# design 1

### Clock nets, design 1

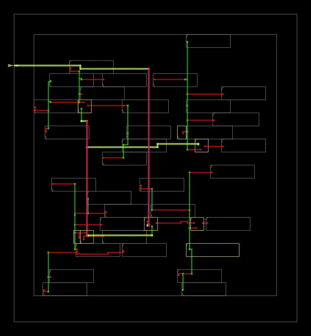

**config.mk**
```make
export PLATFORM = sky130hd
export DESIGN_NAME = ppi_bus_master
export DESIGN_NICKNAME = d
export VERILOG_FILES = /design/src/rtl/ppi_bus_master.sv
export SDC_FILE = /design/constraint.sdc
export NUM_CORES = 1
export LEC_CHECK = 0
export ABC_AREA = 1
export ABC_CLOCK_PERIOD_IN_PS = 1850
export CAP_MARGIN = 20
export CORE_ASPECT_RATIO = 1.1
export CORE_MARGIN = 4
export CORE_UTILIZATION = 47
export DETAILED_ROUTE_END_ITERATION = 10
export GPL_ROUTABILITY_DRIVEN = 1
export GPL_TIMING_DRIVEN = 0
export PLACE_DENSITY = 0.83
export SETUP_SLACK_MARGIN = 0.1
export SKIP_LAST_GASP = 1
export SLEW_MARGIN = 20
export SYNTH_ARGS = -nofsm -noshare
export SYNTH_HDL_FRONTEND = slang
export SYNTH_SLANG_ARGS = --single-unit
```
**constraint.sdc**
```tcl
create_clock -name clk -period 1.85 [get_ports clk]
set_input_delay 0.37 -clock clk [delete_from_list [all_inputs] [get_ports clk]]
set_output_delay 0.37 -clock clk [all_outputs]
set_load 0.05 [all_outputs]
```
**src/rtl/ppi_bus_master.sv**
```systemverilog
// ppi_bus_master: sequences valid/ready requests into setup/strobe/hold
// cycles on the ppi host bus and returns read data or write completion.
// All bus-facing outputs are registered so the strobes are glitch-free.
module ppi_bus_master #(
    parameter int SETUP_CYC  = 1,
    parameter int STROBE_CYC = 2,
    parameter int HOLD_CYC   = 1,
    parameter int CNT_W      = 4
) (
    input  logic       clk,
    input  logic       reset,
    input  logic       req_valid,
    output logic       req_ready,
    input  logic       req_we,
    input  logic [2:0] req_addr,
    input  logic [7:0] req_wdata,
    output logic       rsp_valid,
    output logic [7:0] rsp_rdata,
    output logic [2:0] address,
    output logic       rdb,
    output logic       wrb,
    output logic [7:0] data_out,
    output logic       data_oe,
    input  logic [7:0] data_in,
    output logic       busy
);

    // Phase lengths below 1 collapse to a single cycle.
    localparam int SETUP_N  = (SETUP_CYC  < 1) ? 1 : SETUP_CYC;
    localparam int STROBE_N = (STROBE_CYC < 1) ? 1 : STROBE_CYC;
    localparam int HOLD_N   = (HOLD_CYC   < 1) ? 1 : HOLD_CYC;

    localparam logic [CNT_W-1:0] SETUP_LAST  = CNT_W'(SETUP_N - 1);
    localparam logic [CNT_W-1:0] STROBE_LAST = CNT_W'(STROBE_N - 1);
    localparam logic [CNT_W-1:0] HOLD_LAST   = CNT_W'(HOLD_N - 1);

    typedef enum logic [1:0] {
        ST_IDLE   = 2'd0,
        ST_SETUP  = 2'd1,
        ST_STROBE = 2'd2,
        ST_HOLD   = 2'd3
    } state_t;

    state_t           r_state;
    state_t           w_state_nxt;
    logic [CNT_W-1:0] r_cnt;
    logic [CNT_W-1:0] w_cnt_nxt;
    logic             w_accept;
    logic             w_phase_done;

    logic             r_we;
    logic [2:0]       r_addr;
    logic [7:0]       r_wdata;
    logic             r_oe;
    logic             r_rdb;
    logic             r_wrb;
    logic             r_rsp_valid;
    logic [7:0]       r_rdata;
    logic             r_ready;
    logic             r_busy;

    // Next-state and phase counter: the counter restarts at zero on every phase entry.
    always_comb begin
        w_state_nxt  = r_state;
        w_cnt_nxt    = r_cnt + CNT_W'(1);
        w_accept     = 1'b0;
        w_phase_done = 1'b0;
        case (r_state)
            ST_IDLE: begin
                w_cnt_nxt = '0;
                if (req_valid) begin
                    w_accept    = 1'b1;
                    w_state_nxt = ST_SETUP;
                end
            end
            ST_SETUP: begin
                if (r_cnt == SETUP_LAST) begin
                    w_phase_done = 1'b1;
                    w_state_nxt  = ST_STROBE;
                    w_cnt_nxt    = '0;
                end
            end
            ST_STROBE: begin
                if (r_cnt == STROBE_LAST) begin
                    w_phase_done = 1'b1;
                    w_state_nxt  = ST_HOLD;
                    w_cnt_nxt    = '0;
                end
            end
            ST_HOLD: begin
                if (r_cnt == HOLD_LAST) begin
                    w_phase_done = 1'b1;
                    w_state_nxt  = ST_IDLE;
                    w_cnt_nxt    = '0;
                end
            end
            default: begin
                w_state_nxt = ST_IDLE;
                w_cnt_nxt   = '0;
            end
        endcase
    end

    // State and phase counter registers.
    always_ff @(posedge clk or negedge reset) begin
        if (!reset) begin
            r_state <= ST_IDLE;
            r_cnt   <= '0;
        end else begin
            r_state <= w_state_nxt;
            r_cnt   <= w_cnt_nxt;
        end
    end

    // Registered bus outputs, request latch and response; all decoded from the next state
    // so each output changes on the same edge as the phase it belongs to.
    always_ff @(posedge clk or negedge reset) begin
        if (!reset) begin
            r_we        <= 1'b0;
            r_addr      <= '0;
            r_wdata     <= '0;
            r_oe        <= 1'b0;
            r_rdb       <= 1'b1;
            r_wrb       <= 1'b1;
            r_rsp_valid <= 1'b0;
            r_rdata     <= '0;
            r_ready     <= 1'b1;
            r_busy      <= 1'b0;
        end else begin
            r_rdb       <= ~((w_state_nxt == ST_STROBE) && !r_we);
            r_wrb       <= ~((w_state_nxt == ST_STROBE) &&  r_we);
            r_rsp_valid <= (r_state == ST_HOLD) && w_phase_done;
            r_ready     <= (w_state_nxt == ST_IDLE);
            r_busy      <= (w_state_nxt != ST_IDLE);
            if (w_accept) begin
                r_we   <= req_we;
                r_addr <= req_addr;
                r_oe   <= req_we;
                if (req_we) begin
                    r_wdata <= req_wdata;
                end
            end else if (w_state_nxt == ST_IDLE) begin
                r_oe <= 1'b0;
            end
            // Read data is sampled on the edge that closes the final strobe cycle.
            if ((r_state == ST_STROBE) && w_phase_done && !r_we) begin
                r_rdata <= data_in;
            end
        end
    end

    assign req_ready = r_ready;
    assign busy      = r_busy;
    assign rsp_valid = r_rsp_valid;
    assign rsp_rdata = r_rdata;
    assign address   = r_addr;
    assign rdb       = r_rdb;
    assign wrb       = r_wrb;
    assign data_out  = r_wdata;
    assign data_oe   = r_oe;

endmodule

```
# design 2

<file path="config.mk">
export PLATFORM = sky130hd
export DESIGN_NAME = idma_backend_req_arbiter
export DESIGN_NICKNAME = d
export VERILOG_FILES = /design/src/rtl/idma_backend_req_arbiter.sv
export SDC_FILE = /design/constraint.sdc
export NUM_CORES = 1
export LEC_CHECK = 0
export ABC_AREA = 1
export CAP_MARGIN = 15
export CELL_PAD_IN_SITES_DETAIL_PLACEMENT = 0
export CELL_PAD_IN_SITES_GLOBAL_PLACEMENT = 1
export CORE_AREA = 2 2 308 310
export CTS_CLUSTER_DIAMETER = 50
export CTS_CLUSTER_SIZE = 40
export DETAILED_ROUTE_END_ITERATION = 10
export DIE_AREA = 0 0 310 312
export GPL_TIMING_DRIVEN = 0
export PLACE_DENSITY = 0.45
export SYNTH_ARGS = -nofsm -noshare
export SYNTH_HDL_FRONTEND = slang
export SYNTH_SLANG_ARGS = --single-unit
</file>
<file path="constraint.sdc">
create_clock -name clk_i -period 2.3 [get_ports clk_i]
set_input_delay 0.46 -clock clk_i [delete_from_list [all_inputs] [get_ports clk_i]]
set_output_delay 0.46 -clock clk_i [all_outputs]
set_load 0.01 [all_outputs]
</file>
<file path="src/rtl/idma_backend_req_arbiter.sv">
// Round-robin arbiter sharing one iDMA backend between NumReq frontends.
// An in-order FIFO of granted requester indices routes each backend response back to its issuer.
module idma_backend_req_arbiter #(
    parameter int unsigned NumReq         = 4,
    parameter int unsigned ReqWidth       = 128,
    parameter int unsigned RspWidth       = 64,
    parameter int unsigned MaxOutstanding = 4
) (
    input  logic                                  clk_i,
    input  logic                                  rst_i,
    input  logic [NumReq-1:0]                     req_valid_i,
    output logic [NumReq-1:0]                     req_ready_o,
    input  logic [NumReq*ReqWidth-1:0]            req_i,
    output logic [NumReq-1:0]                     rsp_valid_o,
    input  logic [NumReq-1:0]                     rsp_ready_i,
    output logic [RspWidth-1:0]                   rsp_o,
    output logic [ReqWidth-1:0]                   be_req_o,
    output logic                                  be_req_valid_o,
    input  logic                                  be_req_ready_i,
    input  logic [RspWidth-1:0]                   be_rsp_i,
    input  logic                                  be_rsp_valid_i,
    output logic                                  be_rsp_ready_o,
    output logic [$clog2(MaxOutstanding+1)-1:0]   outstanding_o,
    output logic                                  idle_o
);

    localparam int unsigned IdxW = $clog2(NumReq);
    localparam int unsigned CntW = $clog2(MaxOutstanding + 1);
    localparam int unsigned PtrW = (MaxOutstanding > 1) ? $clog2(MaxOutstanding) : 1;

    logic [IdxW-1:0] rr_ptr_q, rr_ptr_d;
    logic [IdxW-1:0] lock_idx_q, lock_idx_d;
    logic            lock_q, lock_d;
    logic [IdxW-1:0] fifo_q [MaxOutstanding];
    logic [PtrW-1:0] wr_ptr_q, wr_ptr_d;
    logic [PtrW-1:0] rd_ptr_q, rd_ptr_d;
    logic [CntW-1:0] count_q, count_d;

    logic [IdxW-1:0] winner;
    logic [IdxW-1:0] head;
    logic            found;
    logic            full, empty, req_hs, rsp_hs;

    function automatic logic [PtrW-1:0] ptr_inc(input logic [PtrW-1:0] p);
        return (p == PtrW'(MaxOutstanding - 1)) ? '0 : p + 1'b1;
    endfunction

    assign full  = (count_q == CntW'(MaxOutstanding));
    assign empty = (count_q == '0);

    // Locked grant wins outright; otherwise scan from rr_ptr_q with wrap.
    always_comb begin
        winner = rr_ptr_q;
        found  = 1'b0;
        if (lock_q) begin
            winner = lock_idx_q;
        end else begin
            for (int unsigned i = 0; i < NumReq; i++) begin
                if (!found && req_valid_i[IdxW'((int'(rr_ptr_q) + i) % NumReq)]) begin
                    winner = IdxW'((int'(rr_ptr_q) + i) % NumReq);
                    found  = 1'b1;
                end
            end
        end
    end

    assign be_req_valid_o = (|req_valid_i) & ~full;
    assign be_req_o       = req_i[winner*ReqWidth +: ReqWidth];
    assign req_ready_o    = (be_req_valid_o & be_req_ready_i) ? (NumReq'(1) << winner) : '0;
    assign req_hs         = be_req_valid_o & be_req_ready_i;

    assign head           = fifo_q[rd_ptr_q];
    assign rsp_valid_o    = (~empty & be_rsp_valid_i) ? (NumReq'(1) << head) : '0;
    assign be_rsp_ready_o = ~empty & rsp_ready_i[head];
    assign rsp_o          = be_rsp_i;
    assign rsp_hs         = be_rsp_valid_i & be_rsp_ready_o;

    assign outstanding_o  = count_q;
    assign idle_o         = empty & ~(|req_valid_i);

    always_comb begin
        rr_ptr_d   = rr_ptr_q;
        lock_d     = lock_q;
        lock_idx_d = lock_idx_q;
        wr_ptr_d   = wr_ptr_q;
        rd_ptr_d   = rd_ptr_q;
        count_d    = count_q;
        if (req_hs) begin
            lock_d   = 1'b0;
            wr_ptr_d = ptr_inc(wr_ptr_q);
            rr_ptr_d = (winner == IdxW'(NumReq - 1)) ? '0 : winner + 1'b1;
        end else if (be_req_valid_o) begin
            lock_d     = 1'b1;
            lock_idx_d = winner;
        end
        if (rsp_hs) begin
            rd_ptr_d = ptr_inc(rd_ptr_q);
        end
        if (req_hs && !rsp_hs) begin
            count_d = count_q + 1'b1;
        end else if (!req_hs && rsp_hs) begin
            count_d = count_q - 1'b1;
        end
    end

    always_ff @(posedge clk_i) begin
        if (rst_i) begin
            rr_ptr_q   <= '0;
            lock_q     <= 1'b0;
            lock_idx_q <= '0;
            wr_ptr_q   <= '0;
            rd_ptr_q   <= '0;
            count_q    <= '0;
        end else begin
            rr_ptr_q   <= rr_ptr_d;
            lock_q     <= lock_d;
            lock_idx_q <= lock_idx_d;
            wr_ptr_q   <= wr_ptr_d;
            rd_ptr_q   <= rd_ptr_d;
            count_q    <= count_d;
        end
    end

    // Index storage needs no reset; occupancy is tracked by count_q.
    always_ff @(posedge clk_i) begin
        if (req_hs) begin
            fifo_q[wr_ptr_q] <= winner;
        end
    end

endmodule

</file>
# design 3

`src/rtl/poly_mult_pkg.sv`:
```
// Shared definitions for the negacyclic poly-mult operand sequencer:
// state encodings, default geometry and a coefficient-slice helper.
package poly_mult_pkg;

    localparam int D_DEF   = 4;
    localparam int N_DEF   = 4;
    localparam int LAT_DEF = 5;

    typedef enum logic [1:0] {
        LOAD_A = 2'd0,
        LOAD_B = 2'd1,
        RUN    = 2'd2,
        DRAIN  = 2'd3
    } state_t;

    // Bit offset of the k-th n-bit coefficient inside a packed vector.
    function automatic int unsigned coef_lsb(input int unsigned k, input int unsigned n);
        return k * n;
    endfunction

endpackage

```
`src/rtl/poly_coef_deser.sv`:
```
// Indexed coefficient write register: one N-bit coefficient is written
// per enabled cycle at position wr_idx; all other coefficients hold.
module poly_coef_deser
    import poly_mult_pkg::*;
#(
    parameter int D  = D_DEF,
    parameter int N  = N_DEF,
    parameter int IW = (D > 1) ? $clog2(D) : 1
) (
    input  logic            clk,
    input  logic            rst,
    input  logic            wr_en,
    input  logic [IW-1:0]   wr_idx,
    input  logic [N-1:0]    wr_data,
    output logic [D*N-1:0]  vec
);

    logic [D*N-1:0] vec_r;

    // Write the addressed coefficient, otherwise hold the whole operand.
    always_ff @(posedge clk) begin
        if (rst) begin
            vec_r <= {(D*N){1'b0}};
        end else if (wr_en) begin
            vec_r[coef_lsb(32'(wr_idx), N) +: N] <= wr_data;
        end else begin
            vec_r <= vec_r;
        end
    end

    assign vec = vec_r;

endmodule

```
`src/rtl/poly_mult_ctrl.sv`:
```
// Operand sequencer and result collector for the negacyclic poly-mult
// systolic array. Loads a then b serially, holds them stable for the
// array latency, captures the product and streams it out coefficient
// by coefficient.
// Optional build macro POLY_MULT_CTRL_KEEP_B_EN adds a b_keep input that
// skips LOAD_B and reuses the previously loaded b operand.
module poly_mult_ctrl
    import poly_mult_pkg::*;
#(
    parameter int D   = D_DEF,
    parameter int N   = N_DEF,
    parameter int LAT = LAT_DEF
) (
    input  logic            clk,
    input  logic            rst,
    input  logic            in_valid,
    output logic            in_ready,
    input  logic [N-1:0]    in_data,
`ifdef POLY_MULT_CTRL_KEEP_B_EN
    input  logic            b_keep,
`endif
    output logic [D*N-1:0]  horz_o,
    output logic [D*N-1:0]  vert_o,
    input  logic [D*N-1:0]  p_i,
    output logic            out_valid,
    input  logic            out_ready,
    output logic [N-1:0]    out_data,
    output logic            out_last,
    output logic            busy
);

    localparam int IW = (D > 1) ? $clog2(D) : 1;
    localparam int LW = $clog2(LAT + 1);

    state_t          state_r, state_s;
    logic [IW-1:0]   idx_r, idx_s;
    logic [LW-1:0]   lcnt_r, lcnt_s;
    logic [D*N-1:0]  result_r, result_s;
    logic            wr_a_s, wr_b_s;
    logic            in_hs_s, out_hs_s, keep_s;

    logic            in_ready_r, in_ready_s;
    logic            out_valid_r, out_valid_s;
    logic [N-1:0]    out_data_r, out_data_s;
    logic            out_last_r, out_last_s;
    logic            busy_r, busy_s;

`ifdef POLY_MULT_CTRL_KEEP_B_EN
    assign keep_s = b_keep;
`else
    assign keep_s = 1'b0;
`endif

    assign in_hs_s  = in_valid && in_ready_r;
    assign out_hs_s = out_valid_r && out_ready;

    poly_coef_deser #(.D(D), .N(N), .IW(IW)) u_deser_a (
        .clk     (clk),
        .rst     (rst),
        .wr_en   (wr_a_s),
        .wr_idx  (idx_r),
        .wr_data (in_data),
        .vec     (horz_o)
    );

    poly_coef_deser #(.D(D), .N(N), .IW(IW)) u_deser_b (
        .clk     (clk),
        .rst     (rst),
        .wr_en   (wr_b_s),
        .wr_idx  (idx_r),
        .wr_data (in_data),
        .vec     (vert_o)
    );

    // Next-state, counter and capture logic; outputs are derived from the
    // next state so they can be registered without an extra cycle.
    always_comb begin
        state_s  = state_r;
        idx_s    = idx_r;
        lcnt_s   = lcnt_r;
        result_s = result_r;
        wr_a_s   = 1'b0;
        wr_b_s   = 1'b0;
        case (state_r)
            LOAD_A: begin
                if (in_hs_s) begin
                    wr_a_s = 1'b1;
                    if (idx_r == IW'(D - 1)) begin
                        idx_s   = {IW{1'b0}};
                        lcnt_s  = {LW{1'b0}};
                        state_s = keep_s ? RUN : LOAD_B;
                    end else begin
                        idx_s = idx_r + IW'(1);
                    end
                end else begin
                    idx_s = idx_r;
                end
            end
            LOAD_B: begin
                if (in_hs_s) begin
                    wr_b_s = 1'b1;
                    if (idx_r == IW'(D - 1)) begin
                        idx_s   = {IW{1'b0}};
                        lcnt_s  = {LW{1'b0}};
                        state_s = RUN;
                    end else begin
                        idx_s = idx_r + IW'(1);
                    end
                end else begin
                    idx_s = idx_r;
                end
            end
            RUN: begin
                if (lcnt_r == LW'(LAT - 1)) begin
                    result_s = p_i;
                    idx_s    = {IW{1'b0}};
                    lcnt_s   = {LW{1'b0}};
                    state_s  = DRAIN;
                end else begin
                    lcnt_s = lcnt_r + LW'(1);
                end
            end
            DRAIN: begin
                if (out_hs_s) begin
                    if (idx_r == IW'(D - 1)) begin
                        idx_s   = {IW{1'b0}};
                        state_s = LOAD_A;
                    end else begin
                        idx_s = idx_r + IW'(1);
                    end
                end else begin
                    idx_s = idx_r;
                end
            end
            default: begin
                state_s = LOAD_A;
                idx_s   = {IW{1'b0}};
                lcnt_s  = {LW{1'b0}};
            end
        endcase

        in_ready_s  = (state_s == LOAD_A) || (state_s == LOAD_B);
        busy_s      = !((state_s == LOAD_A) && (idx_s == {IW{1'b0}}));
        out_valid_s = (state_s == DRAIN);
        if (state_s == DRAIN) begin
            out_data_s = result_s[coef_lsb(32'(idx_s), N) +: N];
            out_last_s = (idx_s == IW'(D - 1));
        end else begin
            out_data_s = {N{1'b0}};
            out_last_s = 1'b0;
        end
    end

    // State, counters, result and output registers.
    always_ff @(posedge clk) begin
        if (rst) begin
            state_r     <= LOAD_A;
            idx_r       <= {IW{1'b0}};
            lcnt_r      <= {LW{1'b0}};
            result_r    <= {(D*N){1'b0}};
            in_ready_r  <= 1'b1;
            busy_r      <= 1'b0;
            out_valid_r <= 1'b0;
            out_data_r  <= {N{1'b0}};
            out_last_r  <= 1'b0;
        end else begin
            state_r     <= state_s;
            idx_r       <= idx_s;
            lcnt_r      <= lcnt_s;
            result_r    <= result_s;
            in_ready_r  <= in_ready_s;
            busy_r      <= busy_s;
            out_valid_r <= out_valid_s;
            out_data_r  <= out_data_s;
            out_last_r  <= out_last_s;
        end
    end

    assign in_ready  = in_ready_r;
    assign busy      = busy_r;
    assign out_valid = out_valid_r;
    assign out_data  = out_data_r;
    assign out_last  = out_last_r;

endmodule

```
`config.mk`:
```
export PLATFORM = sky130hd
export DESIGN_NAME = poly_mult_ctrl
export DESIGN_NICKNAME = d
export VERILOG_FILES = /design/src/rtl/poly_mult_pkg.sv /design/src/rtl/poly_coef_deser.sv /design/src/rtl/poly_mult_ctrl.sv
export SDC_FILE = /design/constraint.sdc
export NUM_CORES = 1
export LEC_CHECK = 0
export ABC_AREA = 1
export CORE_ASPECT_RATIO = 0.7
export CORE_MARGIN = 2
export CORE_UTILIZATION = 49
export CTS_CLUSTER_DIAMETER = 60
export DETAILED_ROUTE_END_ITERATION = 10
export PLACE_DENSITY = 0.87
export SLEW_MARGIN = 20
export SYNTH_ARGS = -nofsm -noshare
export SYNTH_HDL_FRONTEND = slang
export SYNTH_SLANG_ARGS = --single-unit
```
`constraint.sdc`:
```
create_clock -name clk -period 2.4 [get_ports clk]
set_clock_uncertainty 0.15 [all_clocks]
set_input_delay 0.24 -clock clk [delete_from_list [all_inputs] [get_ports clk]]
set_output_delay 0.24 -clock clk [all_outputs]
set_load 0.02 [all_outputs]
```
### Signal wires on met4, design 2

Scale: 2 px per um. Supply wires on this layer in gray.
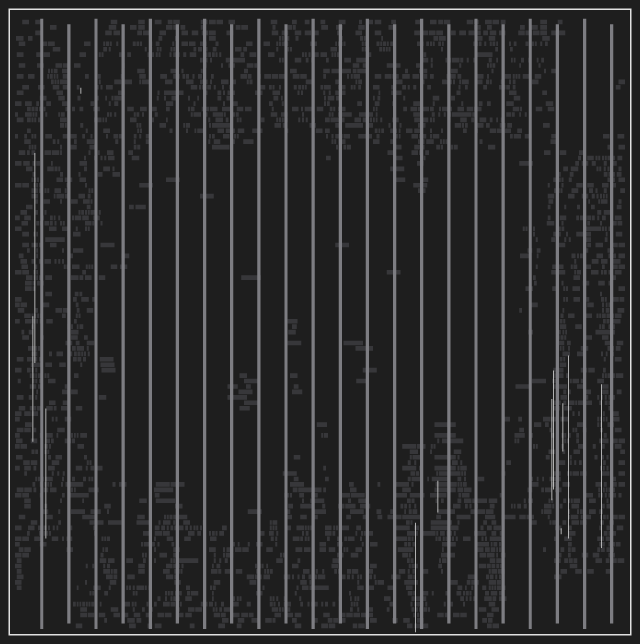
wire length on this layer	613 um
share of all routed wire	0.83%
main direction	vertical
detailed-route via count: 13.0k
final WL: 74100 um

==> notes.org, design 2 <==
#+TITLE: Flow metrics

** Outcome
- Violations in the final reports :: setup timing
- The flow ran to the end, but the final reports show violations.

** Power and ir drop
- Total clock network power :: between 0.4 and 0.5 mW

** Setup path
- Endpoint of the most critical setup path :: be_req_o[4]
- Worst EP required :: 1.84 ns
- Slowest stage cell, crit path :: dfxtp_2
- The worst setup path is launched from a register.
- Tracing the worst setup path back leads to its startpoint at rr_ptr_q[0]$_SDFFE_PP0P_.
- Launching point of the worst reg2reg path :: rr_ptr_q[0]$_SDFFE_PP0P_

** Final timing
- Final setup vio count :: 135
- Maximum frequency from static timing analysis :: slightly above 300 MHz
- After layout, the minimum clock period comes to around 3.3 ns.
- Post-layout worst setup margin :: -0.959 ns

** Synth
- Most instantiated cells after synthesis :: nand2_1 (962), nand3_1 (270), buf_4 (74)
- Top flip-flop cell by instance count after synthesis :: dfxtp_1
- For reference, the top logic cell family by area is simple AND/OR/NAND/NOR gates.

** Clocking
- Clock transition at the registers of the reported paths :: approximately 0.06 ns
- Post-CTS resize count :: approximately 1.0k
- The post-CTS hold buffer count recorded in the log is 0.

** Global routing
- GR Util All Layers :: around 14%
- For met1 alone, demand over resource in global routing was 17.7%.

** Finish
- Ranked by flip-flop count, first place goes to fifo_q.
- Summed area of non-filler cells in the final layout :: between 0.015 and 0.02 sq mm

** Floorplan
- The initial utilization of the core area, before any placement, comes to approximately 7.7%.

** Detailed routing
- Met1 routed wirelength after detailed routing :: about 31000 um
### Supply network, design 1

Scale: 6 px per um. Pins as bars on the die edge. Tap cells in gray.
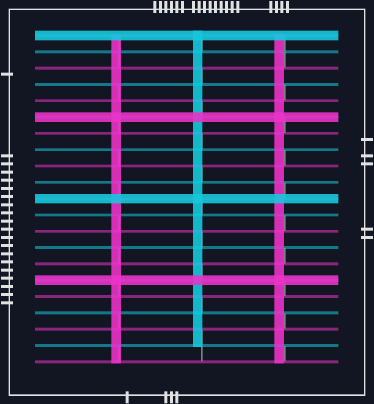
color	net
magenta	VSS
cyan	VDD
signal pins	48
rows	20
tap cells	33
Die Y-Extent: 64.1 um
width of the chip: 59.0 um
worst-case vdd ir drop: 1.26 mV

About 'Clock nets' of design 1:
Clock Buffer Count: 6
total clock network power: 0.508 mW

==> notes.org, design 1 <==
#+TITLE: Flow metrics

** Outcome
- Result of the run :: finished clean

** Final timing
- Final worst path period share :: between 90 and 100%
- Fin crit period :: between 1.5 and 2 ns

** Power and ir drop
- Power per cell area :: 1970 mW/mm^2
- Per the OpenROAD power report, switching power amounts to ~1.9 mW.

** Global routing
- GR Util All Layers :: between 10% and 20%

** Setup path
- The critical path starts at req_ready$_DFF_PN1_.
- Looking at the reg2reg group, the worst path ends at data_oe$_DFFE_PN0P_.
- Crit path DAT :: 1.35 ns
- Number of cell instances on the worst register-to-register path :: 9
- Setup slack on the worst reg-to-reg path comes out at approximately 0.52 ns.

** Finish
- By instance count after routing, the leading logic cell type is nand2_1.

** Synth
- After synthesis the cells add up to 0.00134 sq mm.
- Multiplexer cells account for 0% of the synthesized area.

** Floorplan
- Number of primary I/O pins :: 48
- The flow inserted 33 tap cells.
### Where the registers sit, design 3

Scale: 4 px per um.
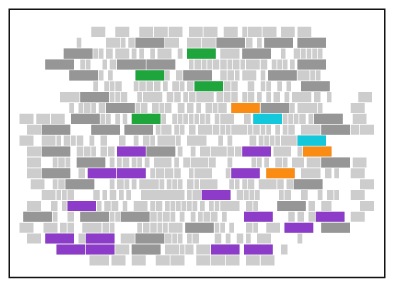
color	netlist name	sequential cells
green	`out_data`	4
purple	`u_deser_b.vec`	16
cyan	`state_r`	2
orange	`lcnt_r`	3
not colored	38
final core utilization: 68.2%
sequential group power: 1.06 mW
area used by sequential logic in the layout: 0.00126 sq mm
share of cell area taken by flip-flops and latches: 34.8%

==> notes.org, design 3 <==
#+TITLE: Flow metrics

** Outcome
- The run finished with clean final reports.

** Finish
- Across the whole layout, multi-input logic makes up 34.0% of the cell area.
- According to the cell report, flip-flops and latches in the layout number roughly 63.
- After layout, the buffer instance count without clock buffers stands at roughly 65.
- Fraction of cell area in non-clock buffers :: approximately 18%
- The top cell type in the final layout, fill and taps aside, is nand2_1.
- Combined area of the multi-input logic cells :: 0.00123 sq mm
- The layout stage reports a final design area of 0.00362 sq mm.

** Setup path
- On the critical path the data arrives at about 2.3 ns.
- End of the worst register-to-register path :: out_data[2]$_SDFF_PP0_
- CP delay by family, top :: flip-flops
- The report shows a maximum critical-path fanout of 9.
- The timing report gives the biggest stage delay along the critical path as about 0.45 ns.

** Global routing
- The number of antenna violations at the first check in global routing came to 0.
- The via count of the first global-routing pass came to between 2k and 3k.
- GR Overflow Total :: 0
- Maximum number of pins on one net before global-route repair :: 45
- Global-route wire length before repair :: ~12000 um

** Place
- Post-place setup slack :: ~0.32 ns

** Clocking
- CTS Root Cell :: clkbuf_8

** Detailed routing
- In the log, the iteration count for the first detailed-route pass is 6.
- Routed len/inst :: approximately 14 um
- After detailed routing, the met3 layer carries slightly above 600 um of wire.

** Power and ir drop
- Power per cell area :: around 620 mW/mm^2
- The power report lists the clock group at roughly 0.96 mW.
- Looking at the power breakdown, combinational cells take 10.3% of the total.
- Switch share :: between 20% and 30%

** Synth
- The cell count after synthesis came out at between 300 and 400.

# design 4

### Where the registers sit, design 4

Scale: 6 px per um.
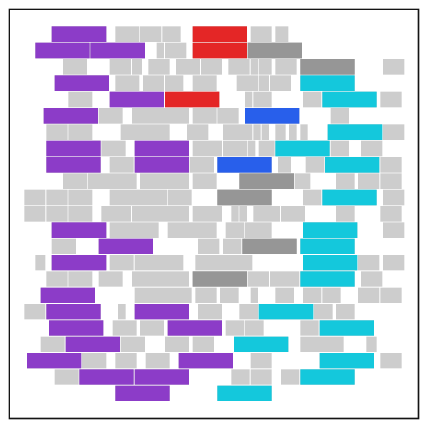

<file path="config.mk">
export PLATFORM = sky130hd
export DESIGN_NAME = lut_logic_unit
export DESIGN_NICKNAME = d
export VERILOG_FILES = /design/src/rtl/lut_logic_pkg.sv /design/src/rtl/lut_logic_table.sv /design/src/rtl/lut_logic_unit.sv
export SDC_FILE = /design/constraint.sdc
export NUM_CORES = 1
export LEC_CHECK = 0
export CORE_MARGIN = 2
export CORE_UTILIZATION = 56
export DETAILED_ROUTE_END_ITERATION = 8
export GPL_TIMING_DRIVEN = 0
export HOLD_SLACK_MARGIN = 0.03
export PLACE_DENSITY = 0.9
export SYNTH_ARGS = -nofsm -noshare
export SYNTH_HDL_FRONTEND = slang
export SYNTH_SLANG_ARGS = --single-unit
</file>
<file path="constraint.sdc">
create_clock -name clk -period 2.9 [get_ports clk]
set_input_delay 0.58 -clock clk [delete_from_list [all_inputs] [get_ports clk]]
set_output_delay 0.58 -clock clk [all_outputs]
set_load 0.05 [all_outputs]
</file>
<file path="src/rtl/lut_logic_pkg.sv">
// lut_logic_pkg: shared types and helpers for the LUT logic unit.
//   - state_e      : sweep FSM states (IDLE, SWEEP, DONE)
//   - SIG_MAX      : widest signature the fold helper supports
//   - tbl_width    : truth-table width for a given input count (2**n_in)
//   - func_idx_w   : width of the function-select index (at least 1)
//   - sig_fold     : one signature step, rotate-left-by-one then XOR
package lut_logic_pkg;

    typedef enum logic [1:0] {
        IDLE  = 2'd0,
        SWEEP = 2'd1,
        DONE  = 2'd2
    } state_e;

    localparam int unsigned SIG_MAX = 64;

    function automatic int unsigned tbl_width(input int unsigned n_in);
        return 32'd1 << n_in;
    endfunction

    function automatic int unsigned func_idx_w(input int unsigned n_func);
        return (n_func > 32'd1) ? $clog2(n_func) : 32'd1;
    endfunction

    // Rotate sig left by one within w bits, then XOR in r. Bits at or above
    // w are cleared; for w == SIG_MAX the shifted-out mask wraps to all ones.
    function automatic logic [SIG_MAX-1:0] sig_fold(
        input logic [SIG_MAX-1:0] sig,
        input logic [SIG_MAX-1:0] r,
        input int unsigned        w
    );
        logic [SIG_MAX-1:0] mask;
        mask = (64'd1 << w) - 64'd1;
        return (((sig << 1) | (sig >> (w - 32'd1))) ^ r) & mask;
    endfunction

endpackage

</file>
<file path="src/rtl/lut_logic_table.sv">
// lut_logic_table: register array of N_FUNC truth tables of 2**N_IN bits.
// Ports:
//   clk, rst_n      clock, async active-low reset (tables clear to 0)
//   we_i            write strobe (already qualified by the caller's state)
//   func_i          table to write; indices >= N_FUNC are ignored
//   data_i          new truth table contents
//   eval_idx_i      read index for evaluation port
//   sweep_idx_i     read index for sweep port
//   eval_o/sweep_o  bit j = table[j][index], combinational
module lut_logic_table
    import lut_logic_pkg::*;
#(
    parameter int unsigned N_IN   = 3,
    parameter int unsigned N_FUNC = 3
) (
    input  logic                          clk,
    input  logic                          rst_n,
    input  logic                          we_i,
    input  logic [func_idx_w(N_FUNC)-1:0] func_i,
    input  logic [tbl_width(N_IN)-1:0]    data_i,
    input  logic [N_IN-1:0]               eval_idx_i,
    input  logic [N_IN-1:0]               sweep_idx_i,
    output logic [N_FUNC-1:0]             eval_o,
    output logic [N_FUNC-1:0]             sweep_o
);

    localparam int unsigned TW = tbl_width(N_IN);

    logic [TW-1:0] tbl_q [N_FUNC];

    // Table storage; comparing against every legal index drops out-of-range writes.
    always_ff @(posedge clk or negedge rst_n) begin
        if (!rst_n) begin
            for (int j = 0; j < int'(N_FUNC); j++) begin
                tbl_q[j] <= '0;
            end
        end else begin
            for (int j = 0; j < int'(N_FUNC); j++) begin
                if (we_i && (int'(func_i) == j)) begin
                    tbl_q[j] <= data_i;
                end
            end
        end
    end

    // Two independent combinational read ports.
    always_comb begin
        eval_o  = '0;
        sweep_o = '0;
        for (int j = 0; j < int'(N_FUNC); j++) begin
            eval_o[j]  = tbl_q[j][eval_idx_i];
            sweep_o[j] = tbl_q[j][sweep_idx_i];
        end
    end

endmodule

</file>
<file path="src/rtl/lut_logic_unit.sv">
// lut_logic_unit: N_FUNC programmable Boolean functions of N_IN inputs with a
// valid/ready registered output and an exhaustive self-test sweep engine.
// Optional build macro: LUT_OUT_PARITY_EN adds out_par (= ^out_vec, held with
// out_vec) and folds the parity of each sweep row into sweep_sig[SIG_W-1].
// Ports:
//   clk, rst_n                    clock, async active-low reset
//   cfg_we, cfg_func, cfg_table   truth-table write (honoured only in IDLE)
//   in_valid, in_ready, in_vec    evaluation request handshake
//   out_valid, out_ready, out_vec result handshake (1-cycle latency)
//   sweep_start                   level-sampled sweep request in IDLE
//   sweep_busy, sweep_done        sweep in progress / completion pulse
//   sweep_sig                     signature of the last completed sweep
module lut_logic_unit
    import lut_logic_pkg::*;
#(
    parameter int unsigned N_IN   = 3,
    parameter int unsigned N_FUNC = 3,
    parameter int unsigned SIG_W  = 16
) (
    input  logic                          clk,
    input  logic                          rst_n,
    input  logic                          cfg_we,
    input  logic [func_idx_w(N_FUNC)-1:0] cfg_func,
    input  logic [tbl_width(N_IN)-1:0]    cfg_table,
    input  logic                          in_valid,
    output logic                          in_ready,
    input  logic [N_IN-1:0]               in_vec,
    output logic                          out_valid,
    input  logic                          out_ready,
    output logic [N_FUNC-1:0]             out_vec,
`ifdef LUT_OUT_PARITY_EN
    output logic                          out_par,
`endif
    input  logic                          sweep_start,
    output logic                          sweep_busy,
    output logic                          sweep_done,
    output logic [SIG_W-1:0]              sweep_sig
);

    state_e              state_q;
    logic [N_IN-1:0]     idx_q;
    logic [SIG_W-1:0]    sig_q;
    logic [SIG_W-1:0]    sig_d;
    logic                busy_q;
    logic                done_q;
    logic                out_valid_q;
    logic [N_FUNC-1:0]   out_vec_q;
    logic [N_FUNC-1:0]   eval_r_s;
    logic [N_FUNC-1:0]   sweep_r_s;
    logic                accept_s;
    logic                tbl_we_s;
    logic [SIG_MAX-1:0]  r_ext_s;
    logic [SIG_MAX-1:0]  sig_ext_s;
    logic [SIG_MAX-1:0]  fold_s;

    assign in_ready   = (state_q == IDLE) && (!out_valid_q || out_ready);
    assign accept_s   = in_valid && in_ready;
    assign tbl_we_s   = cfg_we && (state_q == IDLE);
    assign out_valid  = out_valid_q;
    assign out_vec    = out_vec_q;
    assign sweep_busy = busy_q;
    assign sweep_done = done_q;
    assign sweep_sig  = sig_q;

    lut_logic_table #(
        .N_IN   (N_IN),
        .N_FUNC (N_FUNC)
    ) u_table (
        .clk         (clk),
        .rst_n       (rst_n),
        .we_i        (tbl_we_s),
        .func_i      (cfg_func),
        .data_i      (cfg_table),
        .eval_idx_i  (in_vec),
        .sweep_idx_i (idx_q),
        .eval_o      (eval_r_s),
        .sweep_o     (sweep_r_s)
    );

    // Next signature value for the row currently addressed by idx_q.
    always_comb begin
        r_ext_s                  = '0;
        r_ext_s[N_FUNC-1:0]      = sweep_r_s;
        sig_ext_s                = '0;
        sig_ext_s[SIG_W-1:0]     = sig_q;
        fold_s                   = sig_fold(sig_ext_s, r_ext_s, SIG_W);
        sig_d                    = fold_s[SIG_W-1:0];
`ifdef LUT_OUT_PARITY_EN
        sig_d[SIG_W-1]           = fold_s[SIG_W-1] ^ (^sweep_r_s);
`endif
    end

    // Sweep FSM with registered busy/done/signature outputs.
    always_ff @(posedge clk or negedge rst_n) begin
        if (!rst_n) begin
            state_q <= IDLE;
            idx_q   <= '0;
            sig_q   <= '0;
            busy_q  <= 1'b0;
            done_q  <= 1'b0;
        end else begin
            case (state_q)
                IDLE: begin
                    done_q <= 1'b0;
                    if (sweep_start) begin
                        state_q <= SWEEP;
                        idx_q   <= '0;
                        sig_q   <= '0;
                        busy_q  <= 1'b1;
                    end else begin
                        busy_q  <= 1'b0;
                    end
                end
                SWEEP: begin
                    sig_q <= sig_d;
                    idx_q <= idx_q + N_IN'(1);
                    // Last row processed this cycle: drop busy and pulse done.
                    if (idx_q == '1) begin
                        state_q <= DONE;
                        busy_q  <= 1'b0;
                        done_q  <= 1'b1;
                    end else begin
                        busy_q  <= 1'b1;
                    end
                end
                DONE: begin
                    state_q <= IDLE;
                    done_q  <= 1'b0;
                end
                default: begin
                    state_q <= IDLE;
                    busy_q  <= 1'b0;
                    done_q  <= 1'b0;
                end
            endcase
        end
    end

    // Output register: load on accept, clear on handshake, otherwise hold.
    always_ff @(posedge clk or negedge rst_n) begin
        if (!rst_n) begin
            out_valid_q <= 1'b0;
            out_vec_q   <= '0;
        end else if (accept_s) begin
            out_valid_q <= 1'b1;
            out_vec_q   <= eval_r_s;
        end else if (out_valid_q && out_ready) begin
            out_valid_q <= 1'b0;
        end
    end

`ifdef LUT_OUT_PARITY_EN
    logic out_par_q;

    // Parity bit registered alongside out_vec under the same load rule.
    always_ff @(posedge clk or negedge rst_n) begin
        if (!rst_n) begin
            out_par_q <= 1'b0;
        end else if (accept_s) begin
            out_par_q <= ^eval_r_s;
        end
    end

    assign out_par = out_par_q;
`endif

endmodule

</file>
# design 5

[src/rtl/multicycle_control.sv]
// rtl/multicycle_control.sv - multicycle CPU control FSM; MUL_MULTICYCLE_EN enables the iterative MUL (opcode 15)
module multicycle_control #(
    parameter int MUL_CYCLES = 4
) (
    input  logic        clk,
    input  logic        rst_n,
    input  logic [5:0]  opcode,
    input  logic        zero,
    input  logic        sign,
    input  logic        hold,
    output logic        pc_write,
    output logic [1:0]  pc_src,
    output logic        ir_write,
    output logic        reg_write,
    output logic        mem_read,
    output logic        mem_write,
    output logic [1:0]  mem_size,
    output logic [2:0]  alu_op,
    output logic        alu_src_b,
    output logic [1:0]  reg_dst,
    output logic [1:0]  mem_to_reg,
    output logic [2:0]  state,
    output logic        instr_done,
    output logic [15:0] instr_count,
    output logic        illegal
);

`ifdef MUL_MULTICYCLE_EN
    localparam bit MulEn = 1'b1;
`else
    localparam bit MulEn = 1'b0;
`endif

    localparam logic [3:0] MulLast = 4'(MUL_CYCLES - 1);

    typedef enum logic [2:0] {
        S_FETCH  = 3'd0,
        S_DECODE = 3'd1,
        S_EXEC   = 3'd2,
        S_MEM    = 3'd3,
        S_WB     = 3'd4,
        S_HALT   = 3'd7
    } state_e;

    state_e      state_q, state_d;
    logic [5:0]  op_q, op_d;
    logic [3:0]  mul_cnt_q, mul_cnt_d;
    logic [15:0] count_q, count_d;
    logic        illegal_q, illegal_d;

    logic pc_write_raw, ir_write_raw, reg_write_raw;
    logic mem_read_raw, mem_write_raw, done_raw;

    logic is_rtype, is_itype, is_load, is_store, is_branch;
    logic is_j, is_jal, is_jr, is_mul, dec_illegal, br_taken;

    function automatic logic [2:0] imm_alu(input logic [5:0] op);
        case (op)
            6'd6:    imm_alu = 3'd0;
            6'd7:    imm_alu = 3'd1;
            6'd8:    imm_alu = 3'd2;
            6'd9:    imm_alu = 3'd4;
            6'd10:   imm_alu = 3'd5;
            default: imm_alu = 3'd6;
        endcase
    endfunction

    function automatic logic [1:0] access_size(input logic [5:0] op);
        case (op)
            6'd11, 6'd16: access_size = 2'd0;
            6'd12, 6'd17: access_size = 2'd1;
            default:      access_size = 2'd2;
        endcase
    endfunction

    assign is_rtype  = (op_q <= 6'd5);
    assign is_itype  = ((op_q >= 6'd6) && (op_q <= 6'd10)) || (op_q == 6'd14);
    assign is_load   = (op_q >= 6'd11) && (op_q <= 6'd13);
    assign is_store  = (op_q >= 6'd16) && (op_q <= 6'd18);
    assign is_branch = (op_q >= 6'd19) && (op_q <= 6'd21);
    assign is_j      = (op_q == 6'd22);
    assign is_jal    = (op_q == 6'd23);
    assign is_jr     = (op_q == 6'd24);
    assign is_mul    = MulEn && (op_q == 6'd15);

    // The HALT decision uses the live opcode because op_q is only loaded on leaving DECODE
    assign dec_illegal = (opcode > 6'd24) || ((opcode == 6'd15) && !MulEn);

    always_comb begin
        case (op_q)
            6'd19:   br_taken = zero;
            6'd20:   br_taken = !zero;
            default: br_taken = !sign;
        endcase
    end

    always_comb begin
        state_d       = state_q;
        op_d          = op_q;
        mul_cnt_d     = mul_cnt_q;
        pc_write_raw  = 1'b0;
        ir_write_raw  = 1'b0;
        reg_write_raw = 1'b0;
        mem_read_raw  = 1'b0;
        mem_write_raw = 1'b0;
        done_raw      = 1'b0;
        pc_src        = 2'd0;
        mem_size      = 2'd0;
        alu_op        = 3'd0;
        alu_src_b     = 1'b0;
        reg_dst       = 2'd0;
        mem_to_reg    = 2'd0;

        case (state_q)
            S_FETCH: begin
                ir_write_raw = 1'b1;
                pc_write_raw = 1'b1;
                state_d      = S_DECODE;
            end
            S_DECODE: begin
                op_d      = opcode;
                mul_cnt_d = 4'd0;
                state_d   = dec_illegal ? S_HALT : S_EXEC;
            end
            S_EXEC: begin
                if (is_rtype) begin
                    alu_op  = op_q[2:0];
                    state_d = S_WB;
                end else if (is_itype) begin
                    alu_op    = imm_alu(op_q);
                    alu_src_b = 1'b1;
                    state_d   = S_WB;
                end else if (is_load || is_store) begin
                    alu_src_b = 1'b1;
                    state_d   = S_MEM;
                end else if (is_branch) begin
                    alu_op       = 3'd1;
                    pc_src       = 2'd1;
                    pc_write_raw = br_taken;
                    done_raw     = 1'b1;
                    state_d      = S_FETCH;
                end else if (is_j || is_jal) begin
                    pc_src       = 2'd2;
                    pc_write_raw = 1'b1;
                    done_raw     = 1'b1;
                    state_d      = S_FETCH;
                    if (is_jal) begin
                        reg_write_raw = 1'b1;
                        reg_dst       = 2'd2;
                        mem_to_reg    = 2'd2;
                    end
                end else if (is_jr) begin
                    pc_src       = 2'd3;
                    pc_write_raw = 1'b1;
                    done_raw     = 1'b1;
                    state_d      = S_FETCH;
                end else if (is_mul) begin
                    alu_op = 3'd7;
                    if (mul_cnt_q == MulLast) begin
                        state_d = S_WB;
                    end else begin
                        mul_cnt_d = mul_cnt_q + 4'd1;
                    end
                end else begin
                    state_d = S_FETCH;
                end
            end
            S_MEM: begin
                mem_size = access_size(op_q);
                if (is_load) begin
                    mem_read_raw = 1'b1;
                    state_d      = S_WB;
                end else begin
                    mem_write_raw = 1'b1;
                    done_raw      = 1'b1;
                    state_d       = S_FETCH;
                end
            end
            S_WB: begin
                reg_write_raw = 1'b1;
                done_raw      = 1'b1;
                state_d       = S_FETCH;
                if (is_load) begin
                    reg_dst    = 2'd1;
                    mem_to_reg = 2'd1;
                end else if (is_itype) begin
                    reg_dst = 2'd1;
                end
            end
            S_HALT: begin
                state_d = S_HALT;
            end
            default: begin
                state_d = S_FETCH;
            end
        endcase

        // A stall freezes all sequencing state; HALT is absorbing regardless
        if (hold && (state_q != S_HALT)) begin
            state_d   = state_q;
            op_d      = op_q;
            mul_cnt_d = mul_cnt_q;
        end
    end

    assign pc_write   = pc_write_raw  & ~hold;
    assign ir_write   = ir_write_raw  & ~hold;
    assign reg_write  = reg_write_raw & ~hold;
    assign mem_read   = mem_read_raw  & ~hold;
    assign mem_write  = mem_write_raw & ~hold;
    assign instr_done = done_raw      & ~hold;

    assign count_d   = count_q + 16'(instr_done);
    assign illegal_d = illegal_q | (state_d == S_HALT);

    always_ff @(posedge clk or negedge rst_n) begin
        if (!rst_n) begin
            state_q   <= S_FETCH;
            op_q      <= 6'd0;
            mul_cnt_q <= 4'd0;
            count_q   <= 16'd0;
            illegal_q <= 1'b0;
        end else begin
            state_q   <= state_d;
            op_q      <= op_d;
            mul_cnt_q <= mul_cnt_d;
            count_q   <= count_d;
            illegal_q <= illegal_d;
        end
    end

    assign state       = state_q;
    assign instr_count = count_q;
    assign illegal     = illegal_q;

endmodule

[config.mk]
export PLATFORM = sky130hd
export DESIGN_NAME = multicycle_control
export DESIGN_NICKNAME = d
export VERILOG_FILES = /design/src/rtl/multicycle_control.sv
export SDC_FILE = /design/constraint.sdc
export NUM_CORES = 1
export LEC_CHECK = 0
export CAP_MARGIN = 25
export CORE_ASPECT_RATIO = 1.2
export CORE_MARGIN = 2
export CORE_UTILIZATION = 35
export DETAILED_ROUTE_END_ITERATION = 6
export PLACE_DENSITY = 0.65
export SYNTH_ARGS = -nofsm -noshare
export SYNTH_HDL_FRONTEND = slang
export SYNTH_SLANG_ARGS = --single-unit
[constraint.sdc]
create_clock -name clk -period 2.6 [get_ports clk]
set_input_delay 0.52 -clock clk [delete_from_list [all_inputs] [get_ports clk]]
set_output_delay 0.52 -clock clk [all_outputs]
set_load 0.01 [all_outputs]
# design 6

===== src/rtl/serial_adder_pkg.sv =====
// Shared definitions for the bit-serial adder: FSM states, default width, counter sizing.
// Latency: n/a (declarations only).
// Backpressure: n/a.
package serial_adder_pkg;

    localparam int WIDTH_DEFAULT = 8;

    typedef enum logic [1:0] {
        IDLE = 2'd0,
        RUN  = 2'd1,
        DONE = 2'd2
    } state_t;

    // Bit-counter width: ceil(log2(w)), never narrower than one bit.
    function automatic int cnt_bits(input int w);
        return (w <= 2) ? 1 : $clog2(w);
    endfunction

endpackage


===== src/rtl/serial_fa_cell.sv =====
// One-bit full adder used as the serial adder's per-cycle step.
// Latency: combinational.
// Backpressure: none (pure function of inputs).
//
// Ports: a, b, cin -> sum, cout
module serial_fa_cell (
    input  logic a,
    input  logic b,
    input  logic cin,
    output logic sum,
    output logic cout
);

    assign sum  = a ^ b ^ cin;
    assign cout = (a & b) | (b & cin) | (a & cin);

endmodule


===== src/rtl/serial_adder.sv =====
// Bit-serial adder: accepts A, B, cin and produces A+B+cin one bit per cycle, LSB first.
// Latency: WIDTH RUN cycles after the accepting edge; result visible on the following cycle.
// Backpressure: input accepted only in IDLE; result held in DONE until io_out_ready.
//
// Ports: clock, reset (sync, active-low); io_in_{valid,ready,a,b,cin} operand handshake;
//        io_out_{valid,ready,sum,cout} result handshake.
module serial_adder
    import serial_adder_pkg::*;
#(
    parameter int WIDTH = WIDTH_DEFAULT
) (
    input  logic             clock,
    input  logic             reset,
    input  logic             io_in_valid,
    output logic             io_in_ready,
    input  logic [WIDTH-1:0] io_in_a,
    input  logic [WIDTH-1:0] io_in_b,
    input  logic             io_in_cin,
    output logic             io_out_valid,
    input  logic             io_out_ready,
    output logic [WIDTH-1:0] io_out_sum,
    output logic             io_out_cout
);

    localparam int                CW   = cnt_bits(WIDTH);
    localparam logic [CW-1:0]     LAST = CW'(WIDTH - 1);

    state_t           state_q;
    state_t           state_d;

    logic [WIDTH-1:0] a_q;
    logic [WIDTH-1:0] b_q;
    logic [WIDTH-1:0] sum_q;
    logic             carry_q;
    logic             cout_q;
    logic [CW-1:0]    cnt_q;

    logic             fa_sum;
    logic             fa_cout;
    logic             last_step;

    serial_fa_cell u_fa (
        .a    (a_q[0]),
        .b    (b_q[0]),
        .cin  (carry_q),
        .sum  (fa_sum),
        .cout (fa_cout)
    );

    assign last_step = (state_q == RUN) && (cnt_q == LAST);

    // State register.
    always_ff @(posedge clock) begin
        if (!reset) begin
            state_q <= IDLE;
        end else begin
            state_q <= state_d;
        end
    end

    // Next-state logic. DONE never accepts new operands, even on the
    // handshake edge; the accept happens from IDLE on a later edge.
    always_comb begin
        state_d = state_q;
        unique case (state_q)
            IDLE:    if (io_in_valid)  state_d = RUN;
            RUN:     if (last_step)    state_d = DONE;
            DONE:    if (io_out_ready) state_d = IDLE;
            default:                   state_d = IDLE;
        endcase
    end

    // Handshake outputs.
    always_comb begin
        io_in_ready  = (state_q == IDLE);
        io_out_valid = (state_q == DONE);
    end

    // Datapath. Sum bits enter at the MSB and shift down, so after WIDTH
    // steps the first-computed bit sits at the LSB. The counter holds on the
    // final step rather than rolling past WIDTH-1.
    always_ff @(posedge clock) begin
        if (!reset) begin
            a_q     <= '0;
            b_q     <= '0;
            sum_q   <= '0;
            carry_q <= 1'b0;
            cout_q  <= 1'b0;
            cnt_q   <= '0;
        end else begin
            unique case (state_q)
                IDLE: begin
                    if (io_in_valid) begin
                        a_q     <= io_in_a;
                        b_q     <= io_in_b;
                        carry_q <= io_in_cin;
                        cnt_q   <= '0;
                        sum_q   <= '0;
                    end
                end
                RUN: begin
                    a_q     <= a_q >> 1;
                    b_q     <= b_q >> 1;
                    sum_q   <= {fa_sum, sum_q[WIDTH-1:1]};
                    carry_q <= fa_cout;
                    if (last_step) begin
                        cout_q <= fa_cout;
                    end else begin
                        cnt_q <= cnt_q + CW'(1);
                    end
                end
                default: begin
                end
            endcase
        end
    end

    // Result registers stay put through DONE and IDLE until the next accept.
    assign io_out_sum  = sum_q;
    assign io_out_cout = cout_q;

endmodule


===== config.mk =====
export PLATFORM = sky130hd
export DESIGN_NAME = serial_adder
export DESIGN_NICKNAME = d
export VERILOG_FILES = /design/src/rtl/serial_adder_pkg.sv /design/src/rtl/serial_fa_cell.sv /design/src/rtl/serial_adder.sv
export SDC_FILE = /design/constraint.sdc
export NUM_CORES = 1
export LEC_CHECK = 0
export CORE_UTILIZATION = 46
export CTS_BUF_LIST = sky130_fd_sc_hd__clkbuf_4
export CTS_CLUSTER_DIAMETER = 80
export DETAILED_ROUTE_END_ITERATION = 6
export PLACE_DENSITY = 0.75
export SLEW_MARGIN = 10
export SYNTH_ARGS = -nofsm -noshare
export SYNTH_HDL_FRONTEND = slang
export SYNTH_SLANG_ARGS = --single-unit

===== constraint.sdc =====
create_clock -name clock -period 1.5 [get_ports clock]
set_clock_uncertainty 0.2 [all_clocks]
set_input_delay 0.15 -clock clock [delete_from_list [all_inputs] [get_ports clock]]
set_output_delay 0.15 -clock clock [all_outputs]
set_load 0.1 [all_outputs]

# design 7

**config.mk**
```make
export PLATFORM = sky130hd
export DESIGN_NAME = instruction_fetch_unit
export DESIGN_NICKNAME = d
export VERILOG_FILES = /design/src/rtl/instruction_fetch_unit.sv
export SDC_FILE = /design/constraint.sdc
export NUM_CORES = 1
export LEC_CHECK = 0
export CORE_MARGIN = 2
export CORE_UTILIZATION = 42
export CTS_BUF_LIST = sky130_fd_sc_hd__clkbuf_4
export DETAILED_ROUTE_END_ITERATION = 10
export PLACE_DENSITY = 0.85
export SYNTH_ARGS = -nofsm -noshare
export SYNTH_HDL_FRONTEND = slang
export SYNTH_SLANG_ARGS = --single-unit
```
**constraint.sdc**
```tcl
create_clock -name clk -period 1.8 [get_ports clk]
set_input_delay 0.27 -clock clk [delete_from_list [all_inputs] [get_ports clk]]
set_output_delay 0.27 -clock clk [all_outputs]
set_load 0.02 [all_outputs]
```
**src/rtl/instruction_fetch_unit.sv**
```systemverilog
// instruction_fetch_unit: owns the PC, fetches into the IR, issues via valid/ready, and resolves jmp/jez/hlt
module instruction_fetch_unit #(
  parameter int PC_W = 6,
  parameter logic [PC_W-1:0] RESET_PC = '0
) (
  input  logic            clk,
  input  logic            rst,
  output logic [15:0]     imem_addr,
  input  logic [15:0]     imem_data,
  output logic [15:0]     ir,
  output logic [PC_W-1:0] ir_pc,
  output logic            ir_valid,
  input  logic            ex_ready,
  input  logic            acc_zero,
  output logic            halted
);
  typedef enum logic [1:0] {FETCH, ISSUE, HALT} state_t;
  state_t state;
  logic [PC_W-1:0] pc, pc_inc, target, pc_next;
  logic [2:0] op;
  logic accept, is_hlt;
  assign imem_addr = 16'(pc);
  assign op = ir[15:13];
  assign pc_inc = pc + 1'b1;
  assign target = ir[PC_W-1:0];
  assign accept = ir_valid & ex_ready;
  assign is_hlt = op == 3'b111;
  // Operand bits above PC_W-1 are dropped by the target slice; pc_inc wraps naturally.
  assign pc_next = (op == 3'b100 || (op == 3'b101 && acc_zero)) ? target : is_hlt ? pc : pc_inc;
  always_ff @(posedge clk) begin
    if (rst) begin
      pc <= RESET_PC;
      ir <= 16'h0000;
      ir_pc <= '0;
      ir_valid <= 1'b0;
      halted <= 1'b0;
      state <= FETCH;
    end else begin
      case (state)
        FETCH: begin
          ir <= imem_data;
          ir_pc <= pc;
          ir_valid <= 1'b1;
          state <= ISSUE;
        end
        ISSUE: if (accept) begin
          ir_valid <= 1'b0;
          halted <= is_hlt;
          pc <= pc_next;
          state <= is_hlt ? HALT : FETCH;
        end
        default: ;
      endcase
    end
  end
endmodule

```
### Placement density heat map, design 4

Scale: 6 px per um. 7 x 7 tiles, from white (low) to dark blue (high), 0 to 100% covered.
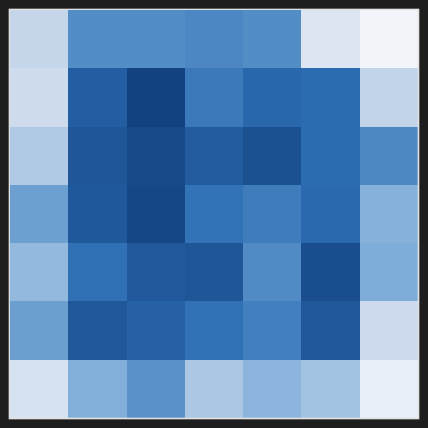
densest ninth of the die	middle
mean over tiles	60%
fullest tile	93%
final core utilization: 71.8%
starting density of the core: 57.7%

## Picture notes: 'Where the registers sit' of design 4
color	netlist name	sequential cells
purple	`u_table.tbl_q`	24
cyan	`sweep_sig`	16
red	`out_vec`	3
blue	`state_q`	2
not colored	6
area used by sequential logic in the layout: 0.00128 sq mm
share of cell area taken by flip-flops and latches: 44.8%
sequential group power: 1.30 mW

==> notes.org, design 4 <==
#+TITLE: Flow metrics

** Place
- Post-place setup slack :: about 0.21 ns

** Power and ir drop
- The power report attributes to the combinational group a share of between 50% and 60%.
- Standby leakage power :: between 1 and 1.5 nW
- Internal cell power :: between 2 and 2.5 mW
- The flow reports that the clock network draws roughly 11% of the design power.

** Finish
- Leading cell type in the layout, fill and taps excluded :: dfrtp_1
- Logic Gate Count :: about 84
- Summed area of non-filler cells in the final layout :: about 0.0029 sq mm
- Number of inserted filler cells in the final layout :: roughly 260
- The plain and repair buffers instantiated in the layout total about 48.
- Max-area cell class :: flip-flops and latches
- In the finished design the tool counted flip-flops and latches totalling around 51.

** Floorplan
- The floorplan step set the die height to approximately 68 um.
- In this run the count of I/O pins placed on the die edge is approximately 42.

** Synth
- Yosys instantiated no cell more often than dfrtp_1.
- The area fraction of the largest cell type after synthesis is a little under three fifths.
- The Yosys step of the flow raised 0 warnings.
- Post-synthesis, Yosys gives the total cell area as around 0.0023 sq mm.
- Summing the sequential cell areas from Yosys gives ~56% of the chip area.

** Final timing
- Slew @ Worst Pin :: approximately 0.65 ns
- In the final report, the number of hold violations comes to 0.
- The end-of-flow timing check tallies setup violations at 0.
- Post-route clock skew :: 0.00449 ns

** Outcome
- The run finished with clean final reports.

** Global routing
- GR Util met1 :: ~29%
- Maximum number of pins on one net before global-route repair :: 31
- Global routing finished with a remaining overflow of 0.

** Detailed routing
- The routed design uses ~160 um of met3 wire.

** Clocking
- Counting along the longest clock path gives a buffer depth of 2.
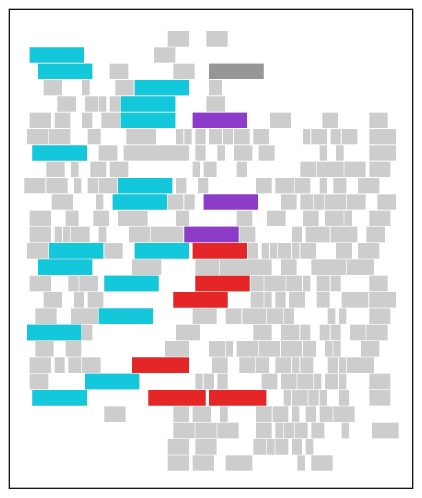
*Where the registers sit, design 5*
Scale: 6 px per um.
color	netlist name	sequential cells
cyan	`instr_count`	16
red	`op_q`	6
purple	`state`	3
final core utilization: 54.4%
sequential group power: 0.648 mW

==> notes.org, design 5 <==
#+TITLE: Flow metrics

** Finish
- Clock Buffer Count :: 3
- The final layout report lists a non-clock inverter count of 4.

** Synth
- Number of synthesized flops with an enable pin :: 0
- Top flip-flop cell by instance count after synthesis :: dfrtp_1
- Mapped cell area :: between 0.0015 and 0.002 sq mm

** Outcome
- The flow ran to the end, and the final reports show no timing, DRC or antenna violations.

** Final timing
- Post-route clock skew :: 0.00648 ns
- Max Transition Viols Final :: 0

** Floorplan
- Num tapcells :: ~58
- In this run the vertical extent of the chip is 79.6 um.
- Row generation in the floorplan step produced 27 rows.

** Setup path
- Crit. Startpoint :: op_q[0]$_DFFE_PN0P_
- Number of cell instances on the worst register-to-register path :: 11

** Clocking
- Clock tree synthesis inserted a total of 3 buffers.

** Hold path
- In the hold timing report, the worst path depth is 1.
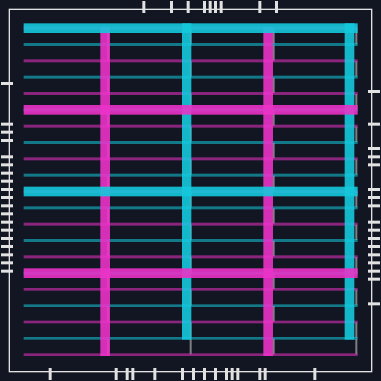
*Supply network, design 7*
Scale: 6 px per um. Pins as bars on the die edge. Tap cells in gray.
color	net
cyan	VDD
magenta	VSS
met4 straps	4
rows	20
tap cells	44
Die Y-Extent: 60.2 um
worst-case vdd ir drop: 0.543 mV

### Placement density heat map, design 7

Scale: 6 px per um. 6 x 6 tiles, from white (low) to dark blue (high), 0 to 100% covered.
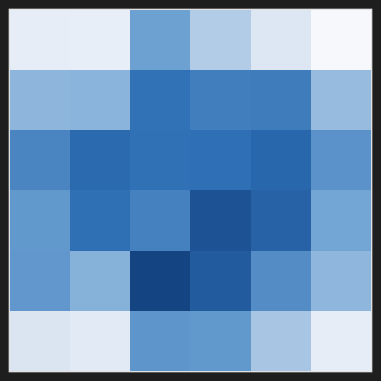
fullest tile	92%
mean over tiles	52%
emptiest ninth of the die	top left
tiles over 75% full	17%
core footprint: 0.00303 sq mm
final core utilization: 64.4%

==> notes.org, design 7 <==
#+TITLE: Flow metrics

** Outcome
- Result of the run :: finished clean

** Hold path
- Hold crit path type :: reg2reg
- Cell depth of the worst hold path :: 2
- For hold timing, the worst endpoint is ir_pc[1]$_SDFFE_PP0P_.

** Finish
- In the final layout, the registers with the most flip-flops are ir: 16 flops, ir_pc: 6 flops, pc: 6 flops.
- In the final layout, the multi-input gates occupy roughly 620 sq um.
- Clock-cell share :: approximately 3.9%
- Among all cell classes, the greatest summed area belongs to combinational gates.
- Sequential cell count of the final layout :: 31

** Detailed routing
- Wire segments on met3 add up to between 200 and 300 um in the final route.
- In the log, the iteration count for the first detailed-route pass is 4.
- Met1 routed wirelength after detailed routing :: 1290 um

** Global routing
- Global-route wire length before repair :: between 4000 and 5000 um
- Number of global-route vias before repair :: 1064
- Per the GRT congestion report, total overflow comes to 0.

** Final timing
- Post-route period utilization is reported as between 90% and 100%.
- The final timing report lists a max-slew violation count of 0.

** Power and ir drop
- Summed over all cells, the static leakage comes to 0.784 nW.

** Synth
- For this run, asynchronously set or reset flops after synthesis account for 0%.
- Area figure in the yosys stat output :: between 0.001 and 0.0015 sq mm
- The cell-mix breakdown from Yosys lists the XOR/XNOR area share as 0%.
- Top flip-flop cell by instance count after synthesis :: dfxtp_1
- Synthesis inferred 31 register bits.

** Setup path
- The launch point of the worst register-to-register path is recorded as ir[14]$_SDFFE_PP0P_.
- Startpoint type of the worst setup path :: register

** Clocking
- Insertion delay at the late pin of the worst-skew pair :: between 0.3 and 0.4 ns

** Run
- The logs give a warning total of 26.
### Placement density heat map, design 6

Scale: 6 px per um. 11 x 11 tiles, from white (low) to dark blue (high), 0 to 100% covered.
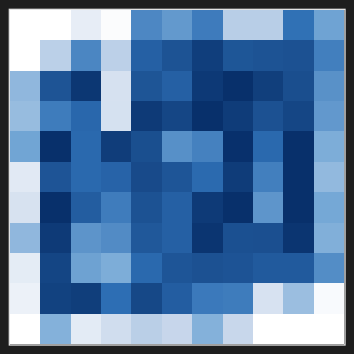
nearly empty tiles	6.6%
tiles over 75% full	50%
fullest tile	100%
mean over tiles	64%
emptiest ninth of the die	top left
starting density of the core: 48.6%
final core utilization: 74.1%
core footprint: 0.00273 sq mm

==> notes.org, design 6 <==
#+TITLE: Flow metrics

** Finish
- In the final layout, the fill cell count is about 200.
- Per the cell usage report, the commonest logic cell in the layout is nor2_1.
- Logic Gate Count :: 90
- Among all cell classes, the greatest summed area belongs to combinational gates.

** Global routing
- Maximum number of pins on one net before global-route repair :: 31

** Setup path
- The script reports the combined buffer and inverter count of the critical path as 0.
- STA classifies the critical path endpoint as a register.
- In this run the worst path has a maximum fanout of 4.

** Hold path
- Looking at the hold checks, the worst path lands on b_q[0]$_SDFFE_PN0P_.

** Synth
- Multiplexer share of the synthesized area :: 11.3%
- The Yosys step of the flow raised 0 warnings.
- For this design, Yosys synthesis ends with a cell count of about 140.
- Post-synth seq share :: 46.7%

** Final timing
- Slew margin rel. :: about two thirds

** Outcome
- Result of the run :: finished clean

** Place
- Post-place setup slack :: -0.150 ns

** Detailed routing
- 1st-iter DRT viols :: 27


==> layout pictures side by side <==
Wiring by layer.
image #1
Scale: 6 px per um.
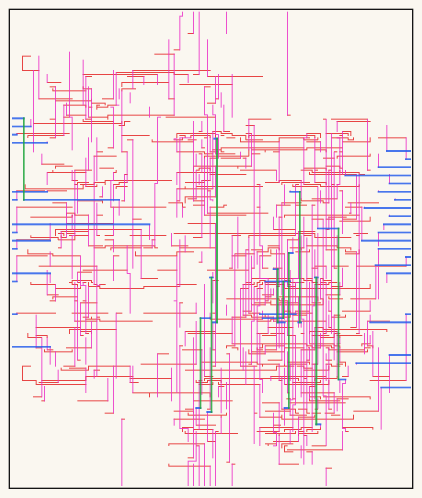
image #2
Scale: 8 px per um.
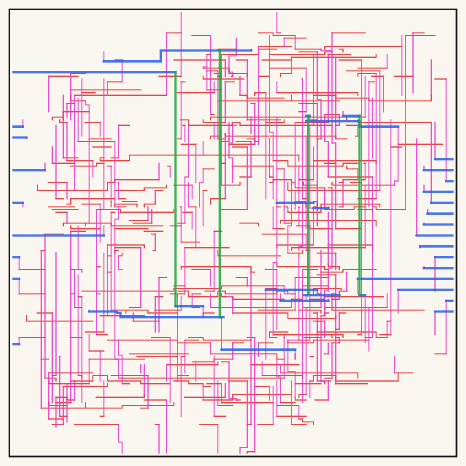
image #3
Scale: 6 px per um.
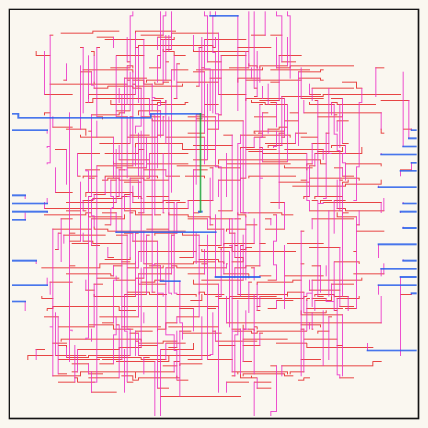
image #4
Scale: 8 px per um.
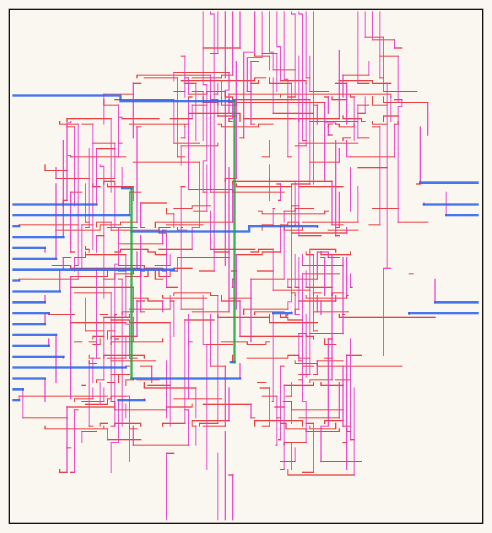
image #5
Scale: 4 px per um.
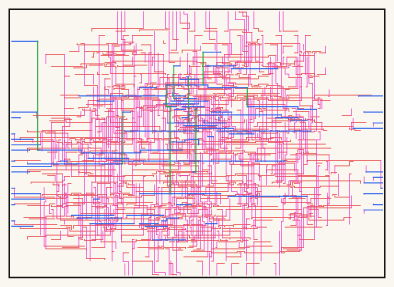
image #6
Scale: 8 px per um.
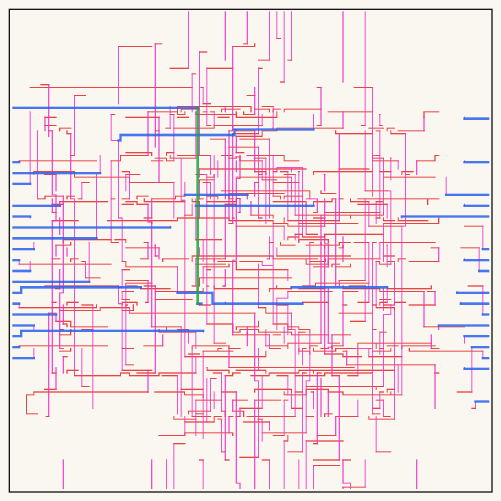
design 6: image #2
design 5: image #1
design 4: image #3
design 1: image #4
design 3: image #5
design 7: image #6

Key to image #1:
color	layer	wire length
red	M1	1800 um
green	M4	194 um
blue	M3	207 um
magenta	M2	2040 um


## Gallery

Clock nets.
shot_01.png
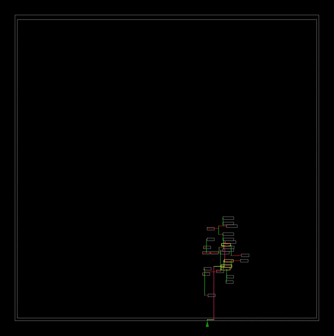
shot_02.png
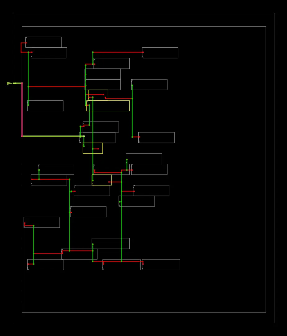
shot_03.png
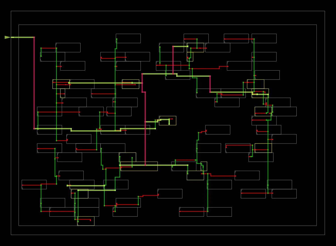
shot_04.png
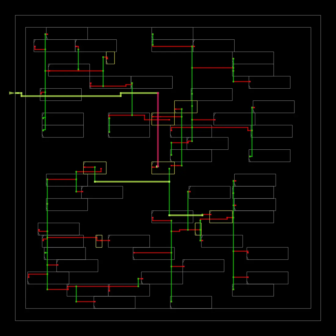
shot_05.png
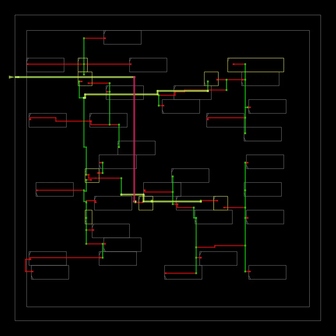
shot_06.png
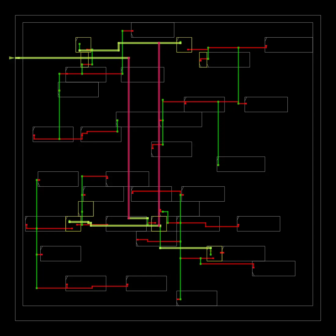
- shot_02.png = design 5
- shot_04.png = design 4
- shot_06.png = design 6
- shot_03.png = design 3
- shot_05.png = design 7
- shot_01.png = design 2

Power figures rest on the tool's default switching activity, not on a simulated workload.
